# ---- dispatch_ctrl ----
`src/rtl/rv32i_types.sv`:
```
// ============================================================================
// Module      : rv32i_types (package)
// Description : Shared dispatch types: FSM states, stall causes, ROB id size.
// Revision    : 1.0 - initial release
// ============================================================================
`default_nettype none

package rv32i_types;

  localparam int ROB_DEPTH_DEF = 16;
  localparam int ROB_ID_SIZE   = $clog2(ROB_DEPTH_DEF);

  typedef enum logic {
    ST_RUN   = 1'b0,
    ST_FLUSH = 1'b1
  } dispatch_state_t;

  typedef enum logic [1:0] {
    SC_NONE        = 2'b00,
    SC_ROB_FULL    = 2'b01,
    SC_RS_LSQ_FULL = 2'b10,
    SC_FLUSH       = 2'b11
  } stall_cause_t;

endpackage

`default_nettype wire

```
`src/rtl/dispatch_ctrl_credit_counter.sv`:
```
// ============================================================================
// Module      : credit_counter
// Description : Free-slot counter, DEPTH at reset/clear, saturating at DEPTH.
// Revision    : 1.0 - initial release
// ============================================================================
`default_nettype none

module credit_counter #(
  parameter int DEPTH = 8,
  parameter int CW    = $clog2(DEPTH + 1)
) (
  input  logic          clk,
  input  logic          rst,
  input  logic          take,
  input  logic          give,
  input  logic          clear,
  output logic [CW-1:0] count,
  output logic          empty
);

  localparam logic [CW:0] c_DEPTH = (CW+1)'(DEPTH);

  logic [CW-1:0] r_count;
  logic [CW:0]   w_sum;

  // take is only asserted with a non-zero count, so the sum never underflows
  assign w_sum = {1'b0, r_count} + {{CW{1'b0}}, give} - {{CW{1'b0}}, take};

  always_ff @(posedge clk) begin
    if (rst || clear) begin
      r_count <= c_DEPTH[CW-1:0];
    end else if (w_sum > c_DEPTH) begin
      r_count <= c_DEPTH[CW-1:0];
    end else begin
      r_count <= w_sum[CW-1:0];
    end
  end

  assign count = r_count;
  assign empty = (r_count == '0);

endmodule

`default_nettype wire

```
`src/rtl/dispatch_ctrl.sv`:
```
// ============================================================================
// Module      : dispatch_ctrl
// Description : Credit-gated dispatch from IQ head into decode, with flush FSM.
// Revision    : 1.0 - initial release
// ============================================================================
`default_nettype none

module dispatch_ctrl
  import rv32i_types::*;
#(
  parameter int ROB_DEPTH    = 16,
  parameter int RS_DEPTH     = 8,
  parameter int LSQ_DEPTH    = 8,
  parameter int ROB_ID_W     = ROB_ID_SIZE,
  parameter int AGE_W        = 16,
  parameter int FLUSH_CYCLES = 2
) (
  input  logic                clk,
  input  logic                rst,
  input  logic                iq_valid,
  input  logic                iq_is_mem,
  input  logic                branch_mispredict,
  input  logic                rob_commit,
  input  logic                rs_issue,
  input  logic                lsq_release,
  output logic                iq_pop,
  output logic                valid_inst,
  output logic [ROB_ID_W-1:0] rob_id_dest,
  output logic [AGE_W-1:0]    ls_age,
  output logic [1:0]          stall_cause,
  output logic [31:0]         stall_cnt
);

  localparam int FCW = $clog2(FLUSH_CYCLES) + 1;

  dispatch_state_t r_state, w_next_state;
  logic [FCW-1:0]  r_flush_cnt, w_next_flush_cnt;
  logic [ROB_ID_W-1:0] r_tail;
  logic [AGE_W-1:0]    r_age;
  logic [31:0]         r_stall_cnt;
  stall_cause_t        w_cause;

  logic w_run, w_accept, w_fire, w_need_free;
  logic w_rob_empty, w_rs_empty, w_lsq_empty;
  logic [$clog2(ROB_DEPTH+1)-1:0] w_rob_free;
  logic [$clog2(RS_DEPTH+1)-1:0]  w_rs_free;
  logic [$clog2(LSQ_DEPTH+1)-1:0] w_lsq_free;

  assign w_run       = (r_state == ST_RUN);
  // releases count only in RUN cycles that are not being flushed
  assign w_accept    = w_run && !branch_mispredict;
  assign w_need_free = iq_is_mem ? !w_lsq_empty : !w_rs_empty;
  assign w_fire      = !rst && w_accept && iq_valid && !w_rob_empty && w_need_free;

  credit_counter #(.DEPTH(ROB_DEPTH)) u_rob_cred (
    .clk(clk), .rst(rst), .take(w_fire), .give(rob_commit && w_accept),
    .clear(branch_mispredict), .count(w_rob_free), .empty(w_rob_empty)
  );

  credit_counter #(.DEPTH(RS_DEPTH)) u_rs_cred (
    .clk(clk), .rst(rst), .take(w_fire && !iq_is_mem), .give(rs_issue && w_accept),
    .clear(branch_mispredict), .count(w_rs_free), .empty(w_rs_empty)
  );

  credit_counter #(.DEPTH(LSQ_DEPTH)) u_lsq_cred (
    .clk(clk), .rst(rst), .take(w_fire && iq_is_mem), .give(lsq_release && w_accept),
    .clear(branch_mispredict), .count(w_lsq_free), .empty(w_lsq_empty)
  );

  always_ff @(posedge clk) begin
    if (rst) begin
      r_state     <= ST_RUN;
      r_flush_cnt <= '0;
    end else begin
      r_state     <= w_next_state;
      r_flush_cnt <= w_next_flush_cnt;
    end
  end

  always_comb begin
    w_next_state     = r_state;
    w_next_flush_cnt = r_flush_cnt;
    if (branch_mispredict) begin
      w_next_state     = ST_FLUSH;
      w_next_flush_cnt = FCW'(FLUSH_CYCLES - 1);
    end else if (r_state == ST_FLUSH) begin
      if (r_flush_cnt == '0) begin
        w_next_state = ST_RUN;
      end else begin
        w_next_flush_cnt = r_flush_cnt - 1'b1;
      end
    end
  end

  always_comb begin
    w_cause = SC_NONE;
    if (rst || !iq_valid) begin
      w_cause = SC_NONE;
    end else if (!w_accept) begin
      w_cause = SC_FLUSH;
    end else if (w_rob_empty) begin
      w_cause = SC_ROB_FULL;
    end else if (!w_need_free) begin
      w_cause = SC_RS_LSQ_FULL;
    end
  end

  always_ff @(posedge clk) begin
    if (rst || branch_mispredict) begin
      r_tail <= '0;
      r_age  <= '0;
    end else if (w_fire) begin
      r_tail <= r_tail + 1'b1;
      if (iq_is_mem) begin
        r_age <= r_age + 1'b1;
      end
    end
  end

  always_ff @(posedge clk) begin
    if (rst) begin
      r_stall_cnt <= '0;
    end else if (iq_valid && !w_fire && (r_stall_cnt != '1)) begin
      r_stall_cnt <= r_stall_cnt + 1'b1;
    end
  end

  assign iq_pop      = w_fire;
  assign valid_inst  = w_fire;
  assign rob_id_dest = rst ? '0 : r_tail;
  assign ls_age      = rst ? '0 : r_age;
  assign stall_cause = w_cause;
  assign stall_cnt   = r_stall_cnt;

endmodule

`default_nettype wire

```
`config.mk`:
```
export PLATFORM = sky130hd
export DESIGN_NAME = dispatch_ctrl
export DESIGN_NICKNAME = d
export VERILOG_FILES = /design/src/rtl/rv32i_types.sv /design/src/rtl/dispatch_ctrl_credit_counter.sv /design/src/rtl/dispatch_ctrl.sv
export SDC_FILE = /design/constraint.sdc
export NUM_CORES = 1
export LEC_CHECK = 0
export ABC_AREA = 1
export CORE_MARGIN = 1
export CORE_UTILIZATION = 25
export CTS_CLUSTER_DIAMETER = 60
export DETAILED_ROUTE_END_ITERATION = 7
export MAX_ROUTING_LAYER = met4
export SLEW_MARGIN = 10
export SYNTH_ARGS = -nofsm -noshare
export SYNTH_HDL_FRONTEND = slang
export SYNTH_SLANG_ARGS = --single-unit
```
`constraint.sdc`:
```
create_clock -name clk -period 6.2 [get_ports clk]
set_input_delay 0.62 -clock clk [delete_from_list [all_inputs] [get_ports clk]]
set_output_delay 0.62 -clock clk [all_outputs]
set_load 0.005 [all_outputs]
```
# ---- boot_handoff_ctrl_flat ----
## config.mk

```make
export PLATFORM = sky130hd
export DESIGN_NAME = boot_handoff_ctrl_flat
export DESIGN_NICKNAME = d
export VERILOG_FILES = /design/src/rtl/boot_handoff_ctrl_pkg.sv /design/src/rtl/boot_handoff_ctrl_if.sv /design/src/rtl/boot_handoff_ctrl_timeout_cnt.sv /design/src/rtl/boot_handoff_ctrl.sv /design/src/flat_wrapper.sv
export SDC_FILE = /design/constraint.sdc
export NUM_CORES = 1
export LEC_CHECK = 0
export CAP_MARGIN = 20
export CORE_MARGIN = 2
export CORE_UTILIZATION = 43
export CTS_BUF_LIST = sky130_fd_sc_hd__clkbuf_16
export CTS_CLUSTER_SIZE = 12
export DETAILED_ROUTE_END_ITERATION = 12
export PLACE_DENSITY = 0.7
export SKIP_LAST_GASP = 1
export SYNTH_ARGS = -nofsm -noshare
export SYNTH_HDL_FRONTEND = slang
export SYNTH_SLANG_ARGS = --single-unit
```

## constraint.sdc

```tcl
create_clock -name clock -period 4.6 [get_ports clock]
set_input_delay 1.15 -clock clock [delete_from_list [all_inputs] [get_ports clock]]
set_output_delay 1.15 -clock clock [all_outputs]
set_load 0.03 [all_outputs]
```

## src/rtl/boot_handoff_ctrl_pkg.sv

```systemverilog
// Shared types for the boot-to-user handoff controller.
// State encoding, fetch-source constants and a width helper.
package boot_pkg;

  typedef enum logic [2:0] {
    S_BIOS    = 3'd0,
    S_REQ     = 3'd1,
    S_WAIT    = 3'd2,
    S_HANDOFF = 3'd3,
    S_USER    = 3'd4
  } state_t;

  localparam logic FETCH_BIOS = 1'b0;
  localparam logic FETCH_IMEM = 1'b1;

  function automatic int cnt_width(int v);
    return (v < 2) ? 1 : $clog2(v + 1);
  endfunction

endpackage

```

## src/rtl/boot_handoff_ctrl_if.sv

```systemverilog
// Bus bundle between the handoff controller and core/disk/imem.
// master = controller side, slave = system side.
interface boot_handoff_ctrl_if #(
  parameter int ADDR_W = 32,
  parameter int DATA_W = 32,
  parameter int LEN_W  = 16
);

  logic              start_copy;
  logic [ADDR_W-1:0] copy_base;
  logic [LEN_W-1:0]  copy_len;
  logic              disk_rd_en;
  logic [ADDR_W-1:0] disk_addr;
  logic [DATA_W-1:0] disk_rd_data;
  logic              disk_valid;
  logic              imem_wr_en;
  logic [ADDR_W-1:0] imem_wr_addr;
  logic [DATA_W-1:0] imem_wr_data;
  logic              program_end;
  logic              fetch_sel;
  logic              pc_clear;
  logic              cpu_stall;
  logic              copy_err;

  modport master (
    input  start_copy, copy_base, copy_len,
    input  disk_rd_data, disk_valid, program_end,
    output disk_rd_en, disk_addr,
    output imem_wr_en, imem_wr_addr, imem_wr_data,
    output fetch_sel, pc_clear, cpu_stall, copy_err
  );

  modport slave (
    output start_copy, copy_base, copy_len,
    output disk_rd_data, disk_valid, program_end,
    input  disk_rd_en, disk_addr,
    input  imem_wr_en, imem_wr_addr, imem_wr_data,
    input  fetch_sel, pc_clear, cpu_stall, copy_err
  );

endinterface

```

## src/rtl/boot_handoff_ctrl_timeout_cnt.sv

```systemverilog
// Loadable down-counter; o_expire flags a zero count.
// Holds at zero once reached.
module boot_timeout_cnt #(
  parameter int W = 8
) (
  input  logic         clock,
  input  logic         rst,
  input  logic         i_load,
  input  logic [W-1:0] i_load_val,
  input  logic         i_dec,
  output logic         o_expire
);

  logic [W-1:0] r_cnt;

  always_ff @(posedge clock or negedge rst) begin
    if (!rst) begin
      r_cnt <= '0;
    end else if (i_load) begin
      r_cnt <= i_load_val;
    end else if (i_dec && (r_cnt != '0)) begin
      r_cnt <= r_cnt - W'(1);
    end
  end

  assign o_expire = (r_cnt == '0);

endmodule

```

## src/rtl/boot_handoff_ctrl.sv

```systemverilog
// Boot handoff sequencer: BIOS load request -> disk copy into
// imem -> PC clear -> user fetch, and back to BIOS on program end.
module boot_handoff_ctrl
  import boot_pkg::*;
#(
  parameter int ADDR_W  = 32,
  parameter int DATA_W  = 32,
  parameter int LEN_W   = 16,
  parameter int TIMEOUT = 255
) (
  input  logic clock,
  input  logic rst,
  boot_handoff_ctrl_if.master bus
);

  localparam int TO_W = cnt_width(TIMEOUT);
  localparam logic [TO_W-1:0] TO_LOAD = TO_W'(TIMEOUT - 1);

  state_t            r_state, w_state;
  logic [ADDR_W-1:0] r_base, w_base;
  logic [LEN_W-1:0]  r_len, w_len;
  logic [LEN_W-1:0]  r_cnt, w_cnt;
  logic [LEN_W-1:0]  w_cnt_inc;
  logic              r_rd_en, w_rd_en;
  logic [ADDR_W-1:0] r_disk_addr, w_disk_addr;
  logic              r_wr_en, w_wr_en;
  logic [ADDR_W-1:0] r_wr_addr, w_wr_addr;
  logic [DATA_W-1:0] r_wr_data, w_wr_data;
  logic              r_fetch, w_fetch;
  logic              r_pc_clr, w_pc_clr;
  logic              r_stall, w_stall;
  logic              r_err, w_err;
  logic              w_expire;
  logic              w_timeout;

  boot_timeout_cnt #(.W(TO_W)) u_to (
    .clock      (clock),
    .rst        (rst),
    .i_load     (r_state == S_REQ),
    .i_load_val (TO_LOAD),
    .i_dec      ((r_state == S_WAIT) && !bus.disk_valid),
    .o_expire   (w_expire)
  );

  assign w_timeout = (TIMEOUT != 0) && w_expire;
  assign w_cnt_inc = r_cnt + LEN_W'(1);

  always_comb begin
    w_state     = r_state;
    w_base      = r_base;
    w_len       = r_len;
    w_cnt       = r_cnt;
    w_rd_en     = 1'b0;
    w_disk_addr = r_disk_addr;
    w_wr_en     = 1'b0;
    w_wr_addr   = r_wr_addr;
    w_wr_data   = r_wr_data;
    w_pc_clr    = 1'b0;
    w_err       = r_err;
    unique case (r_state)
      S_BIOS: begin
        if (bus.start_copy) begin
          w_err = 1'b0;
          if (bus.copy_len != '0) begin
            w_base      = bus.copy_base;
            w_len       = bus.copy_len;
            w_cnt       = '0;
            w_rd_en     = 1'b1;
            w_disk_addr = bus.copy_base;
            w_state     = S_REQ;
          end else begin
            w_state = S_HANDOFF;
          end
        end
      end
      S_REQ: w_state = S_WAIT;
      S_WAIT: begin
        if (bus.disk_valid) begin
          w_wr_en   = 1'b1;
          w_wr_addr = ADDR_W'(r_cnt);
          w_wr_data = bus.disk_rd_data;
          w_cnt     = w_cnt_inc;
          if (w_cnt_inc == r_len) begin
            w_state = S_HANDOFF;
          end else begin
            w_rd_en     = 1'b1;
            w_disk_addr = r_base + ADDR_W'(w_cnt_inc);
            w_state     = S_REQ;
          end
        end else if (w_timeout) begin
          w_err   = 1'b1;
          w_state = S_BIOS;
        end
      end
      S_HANDOFF: w_state = S_USER;
      S_USER: begin
        if (bus.program_end) begin
          w_pc_clr = 1'b1;
          w_state  = S_BIOS;
        end
      end
      default: w_state = S_BIOS;
    endcase
    // HANDOFF is only ever entered, never held, so this is a pulse
    if (w_state == S_HANDOFF) w_pc_clr = 1'b1;
    w_stall = (w_state == S_REQ) || (w_state == S_WAIT) ||
              (w_state == S_HANDOFF);
    // fetch source trails the pc_clear pulse by one cycle both ways
    w_fetch = ((r_state == S_HANDOFF) || (r_state == S_USER)) ?
              FETCH_IMEM : FETCH_BIOS;
  end

  always_ff @(posedge clock or negedge rst) begin
    if (!rst) begin
      r_state     <= S_BIOS;
      r_base      <= '0;
      r_len       <= '0;
      r_cnt       <= '0;
      r_rd_en     <= 1'b0;
      r_disk_addr <= '0;
      r_wr_en     <= 1'b0;
      r_wr_addr   <= '0;
      r_wr_data   <= '0;
      r_fetch     <= FETCH_BIOS;
      r_pc_clr    <= 1'b0;
      r_stall     <= 1'b0;
      r_err       <= 1'b0;
    end else begin
      r_state     <= w_state;
      r_base      <= w_base;
      r_len       <= w_len;
      r_cnt       <= w_cnt;
      r_rd_en     <= w_rd_en;
      r_disk_addr <= w_disk_addr;
      r_wr_en     <= w_wr_en;
      r_wr_addr   <= w_wr_addr;
      r_wr_data   <= w_wr_data;
      r_fetch     <= w_fetch;
      r_pc_clr    <= w_pc_clr;
      r_stall     <= w_stall;
      r_err       <= w_err;
    end
  end

  assign bus.disk_rd_en   = r_rd_en;
  assign bus.disk_addr    = r_disk_addr;
  assign bus.imem_wr_en   = r_wr_en;
  assign bus.imem_wr_addr = r_wr_addr;
  assign bus.imem_wr_data = r_wr_data;
  assign bus.fetch_sel    = r_fetch;
  assign bus.pc_clear     = r_pc_clr;
  assign bus.cpu_stall    = r_stall;
  assign bus.copy_err     = r_err;

endmodule

```

## src/flat_wrapper.sv

```systemverilog
// flat-port wrapper written by rule: the top's interface ports become plain ports
module boot_handoff_ctrl_flat import boot_pkg::*;
#(
  parameter int ADDR_W  = 32,
  parameter int DATA_W  = 32,
  parameter int LEN_W   = 16,
  parameter int TIMEOUT = 255
)
  (clock, rst, bus_start_copy, bus_copy_base, bus_copy_len, bus_disk_rd_data, bus_disk_valid, bus_program_end, bus_disk_rd_en, bus_disk_addr, bus_imem_wr_en, bus_imem_wr_addr, bus_imem_wr_data, bus_fetch_sel, bus_pc_clear, bus_cpu_stall, bus_copy_err);
  boot_handoff_ctrl_if #(.ADDR_W(ADDR_W), .DATA_W(DATA_W), .LEN_W(LEN_W)) bus_i ();
  input  logic clock;
  input  logic rst;
  input wire logic [$bits(bus_i.start_copy)-1:0] bus_start_copy;
  input wire logic [$bits(bus_i.copy_base)-1:0] bus_copy_base;
  input wire logic [$bits(bus_i.copy_len)-1:0] bus_copy_len;
  input wire logic [$bits(bus_i.disk_rd_data)-1:0] bus_disk_rd_data;
  input wire logic [$bits(bus_i.disk_valid)-1:0] bus_disk_valid;
  input wire logic [$bits(bus_i.program_end)-1:0] bus_program_end;
  output wire logic [$bits(bus_i.disk_rd_en)-1:0] bus_disk_rd_en;
  output wire logic [$bits(bus_i.disk_addr)-1:0] bus_disk_addr;
  output wire logic [$bits(bus_i.imem_wr_en)-1:0] bus_imem_wr_en;
  output wire logic [$bits(bus_i.imem_wr_addr)-1:0] bus_imem_wr_addr;
  output wire logic [$bits(bus_i.imem_wr_data)-1:0] bus_imem_wr_data;
  output wire logic [$bits(bus_i.fetch_sel)-1:0] bus_fetch_sel;
  output wire logic [$bits(bus_i.pc_clear)-1:0] bus_pc_clear;
  output wire logic [$bits(bus_i.cpu_stall)-1:0] bus_cpu_stall;
  output wire logic [$bits(bus_i.copy_err)-1:0] bus_copy_err;
  assign bus_i.start_copy = bus_start_copy;
  assign bus_i.copy_base = bus_copy_base;
  assign bus_i.copy_len = bus_copy_len;
  assign bus_i.disk_rd_data = bus_disk_rd_data;
  assign bus_i.disk_valid = bus_disk_valid;
  assign bus_i.program_end = bus_program_end;
  assign bus_disk_rd_en = bus_i.disk_rd_en;
  assign bus_disk_addr = bus_i.disk_addr;
  assign bus_imem_wr_en = bus_i.imem_wr_en;
  assign bus_imem_wr_addr = bus_i.imem_wr_addr;
  assign bus_imem_wr_data = bus_i.imem_wr_data;
  assign bus_fetch_sel = bus_i.fetch_sel;
  assign bus_pc_clear = bus_i.pc_clear;
  assign bus_cpu_stall = bus_i.cpu_stall;
  assign bus_copy_err = bus_i.copy_err;
  boot_handoff_ctrl #(.ADDR_W(ADDR_W), .DATA_W(DATA_W), .LEN_W(LEN_W), .TIMEOUT(TIMEOUT)) u_core (.clock(clock), .rst(rst), .bus(bus_i));
endmodule
```

==> boot_handoff_ctrl_flat/cell_classes.png <==
Fill, decap, tap and diode cells in gray.
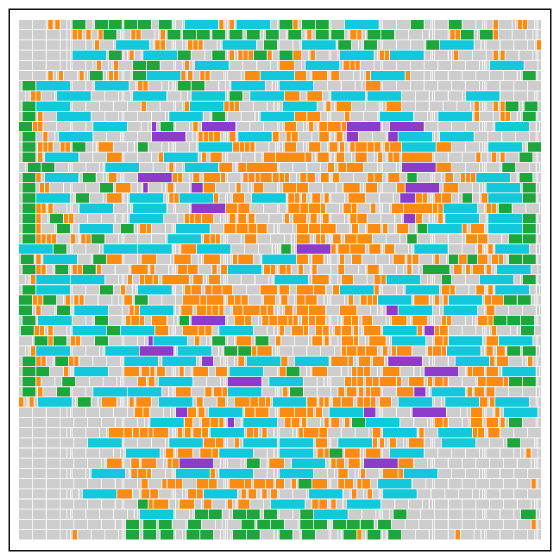
color	class	cells
orange	all other logic	681
cyan	flip-flops	161
green	other buffers and delay cells	182
purple	clock drivers and dummy loads	32
core area: 19330 um2
fin area: 10820 um2
Seq/total area: 0.3725

==> job_summary.md, boot_handoff_ctrl_flat <==
### Yosys + OpenROAD results

| Metric | Value |
|---|---|
| Count leader, synth | nand2_1 |
| All-layer global routing usage | 0.2156 |
| Status | complete, no violations |
| Clock root buffer | clkbuf_16 |
| Main area contributors | dfrtp_1 (48%), nand2_1 (9.8%), mux2_2 (6.4%) |
| Final core occ | 0.5594 |
| Clock-cell share of area | 0.04974 |
| Fin Clk Skew | between 10 and 15 ps |
| Comb area share | 0.3750 |
| Simple-gate share of the synthesized area | 0.2038 |
| TritonRoute pass-1 iters | 5 |
| Met2 wire len | a little over 10000 um |
| Number of global-route vias before repair | about 6500 |
| Flop count | approximately 160 |
| Net Switching | approximately 0.0028 W |
| Internal | 0.004040 W |
| Crit path kind | reg -> reg |
| Initial antenna violation count | 0 |
| Clock Power | 0.00132 W |
| Syn Area/Cell | ~9.4 um2 |
| Fp util | 0.4357 |
| Max_cap viols | 0 |
| Yosys cell count | between 800 and 900 |
| Layout area overhead | 28.40% |
| Hold Crit Start | u_core.bus.imem_wr_addr[13] |
| Hold Violations, Final | 0 |
| Die ar. | slightly above 20000 um2 |
| CP max-delay cell | o21ai_1 |
| Dpl ws | slightly below 700 ps |
-- boot_handoff_ctrl_flat: placed cells by master, fill, tap and decap left out, drive strengths merged, types with 13 or more instances in the layout --
cell / count
o21ai: 35
clkdlybuf4s50: 169
nor2: 56
inv: 20
mux2: 54
conb: 16
xnor2: 31
a31oi: 27
buf: 13
a21oi: 27
ha: 18
nor3: 13
nand3: 31
nor4: 15
nand2: 221
dfrtp: 161
xor2: 17
clkbuf: 17
-- boot_handoff_ctrl_flat: path summary, 6_finish.rpt --
kind	end	slack, ps	depth (start not counted)
hold reg to reg	u_core.bus.imem_wr_addr[13]	470	2
max in group asynchronous	u_core.bus.disk_addr[29]	2860	2
min in group asynchronous	u_core.u_to.r_cnt[2]	860	1
hold / removal	u_core.bus.imem_wr_addr[13]	470	2
setup reg to reg	u_core.bus.disk_addr[29]	630	13
setup / recovery	u_core.bus.disk_addr[29]	630	13
-- boot_handoff_ctrl_flat: worst max-delay path, delay by kind of cell, from the launching register on --
family          cells  cell delay, ps
mux                 1             300
flops               1             450
fa+ha+maj           2             610
simple gates        4            1180
xor+xnor            1             260
compound gates      5            1050
==> dispatch_ctrl/cell_classes.png <==
Fill, decap, tap and diode cells in gray.
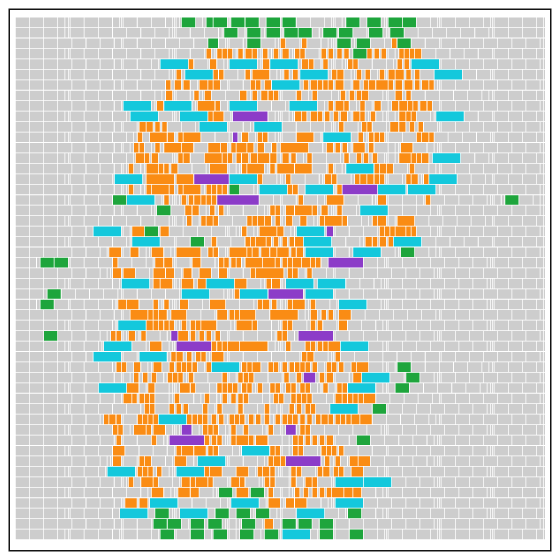
color	class	cells
cyan	flip-flops	68
green	other buffers and delay cells	65
orange	all other logic	657
purple	clock drivers and dummy loads	16
Seq/total area: 0.2313
fin area: 5886 um2
final core occ: 0.3136

==> job_summary.md, dispatch_ctrl <==
### Yosys + OpenROAD results

| Metric | Value |
|---|---|
| Status | complete, no violations |
| Comb area share | 0.5011 |
| Top cells by count | nand2_1 (221), nor2_1 (117), inv_1 (91) |
| Final period utilization | 0.6186 |
| First-pass GRT wire length | between 20000 and 25000 um |
| XOR-XNOR Cells, Area Fraction | 0.03831 |
| MUX area fraction | 0 |
| Worst slew pin tran | ~760 ps |
| Synth Net Count | around 780 |
| Num CTS Buffers | 9 |
| Reg-to-reg slack, setup | between 2000 and 3000 ps |
| Post-synth EDFFs | 0 |
| Grt ovf | 0 |
| Hold depth | 2 |
| GRT busiest layer | met2 |
| Hold WS | 465.2 ps |
| Cell row count | about 50 |
| Htree depth | 3 |
| Met2 wire len | between 5000 and 6000 um |
| Async set-or-reset flop fraction in the synthesized netlist | 0 |
| Post-synthesis register bit count | between 60 and 70 |
| M1 GR Usage | 0.1715 |
| Hold Path Class | reg -> reg |
| Initial antenna violation count | 0 |
| Mapped cell area | 4801 um2 |
| Clk pin slew, worst setup/hold paths | 60 ps |
| Die y size | between 100 and 150 um |
| DR WL met3 | 531 um |
| Post-Synthesis Cells | between 700 and 800 |
| Count leader, synth | nand2_1 |
| Top sig layer | met4 |
| Fmax | approximately 0.26 GHz |
| Die Wd | between 100 and 150 um |
| Final ANT Viol Nets | 0 |
| PnR worst setup slack | between 2000 and 2500 ps |
| Clock-cell share of area | 0.04975 |
| Crit path from | branch_mispredict |
## dispatch_ctrl: power breakdown
group / switching, W / leakage [nW] / total [W] / internal (W)
Sequential: 0.00000496 / 0.549 / 0.000447 / 0.000442
Combinational: 0.0000581 / 1.55 / 0.0000889 / 0.0000309
Clock: 0.000206 / 0.139 / 0.000518 / 0.000311
Total: 0.000269 / 2.24 / 0.00105 / 0.000784
## dispatch_ctrl: worst max-delay path, stage by stage
cell and delay, ps:
clkdlybuf4s50_1 490, nor2_2 310, nand3_1 110, nor2_1 100, nand2_1 420, nor2_1 220, buf_4 270, ha_1 170
inv_1 40, ha_1 200, fa_1 410, a21oi_1 160, nor2_1 50, nor2_1 120, xor2_1 200, nand3_1 110
nor2_1 120
## dispatch_ctrl: registers in the layout, summed over array words and instances (netlist names)
name,flops
u_rob_cred.count,5
u_lsq_cred.count,4
r_state,1
r_tail,4
stall_cnt,32
u_rs_cred.count,4
r_flush_cnt,2
r_age,16
## dispatch_ctrl: cells by family after synthesis
family                   count (synthesis)
buffers and inverters                  113
XOR/XNOR                                21
AND/OR/NAND/NOR                        444
adder cells (fa/ha/maj)                 25
flip-flops                              68
AND-OR/OR-AND                           74


==> layout pictures side by side <==
Clock wires, drivers and flops.
The bar under the picture is 50 um long.
image #1
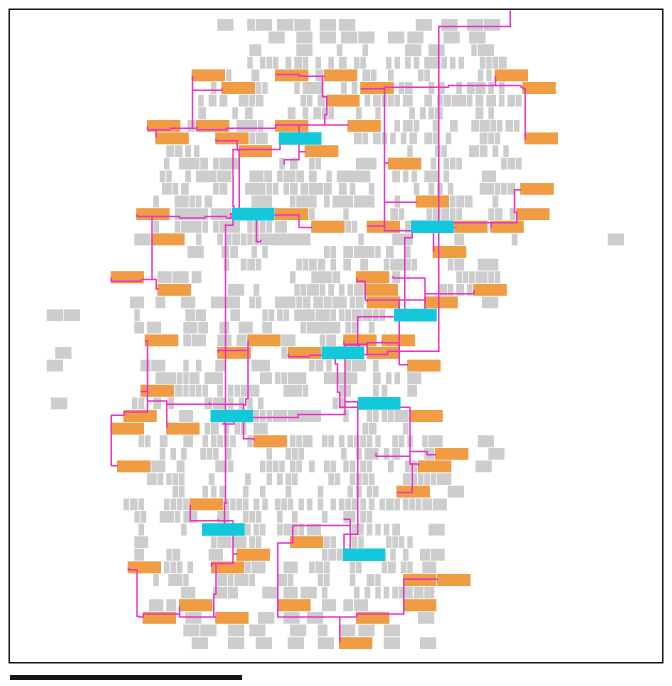
image #2
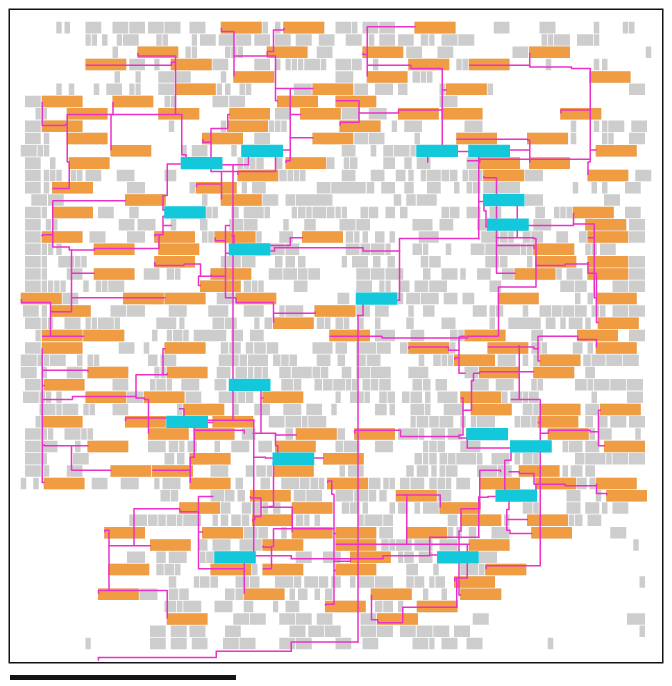
Image #2 is boot_handoff_ctrl_flat.
Image #1 is dispatch_ctrl.

Power figures rest on the tool's default switching activity, not on a simulated workload.
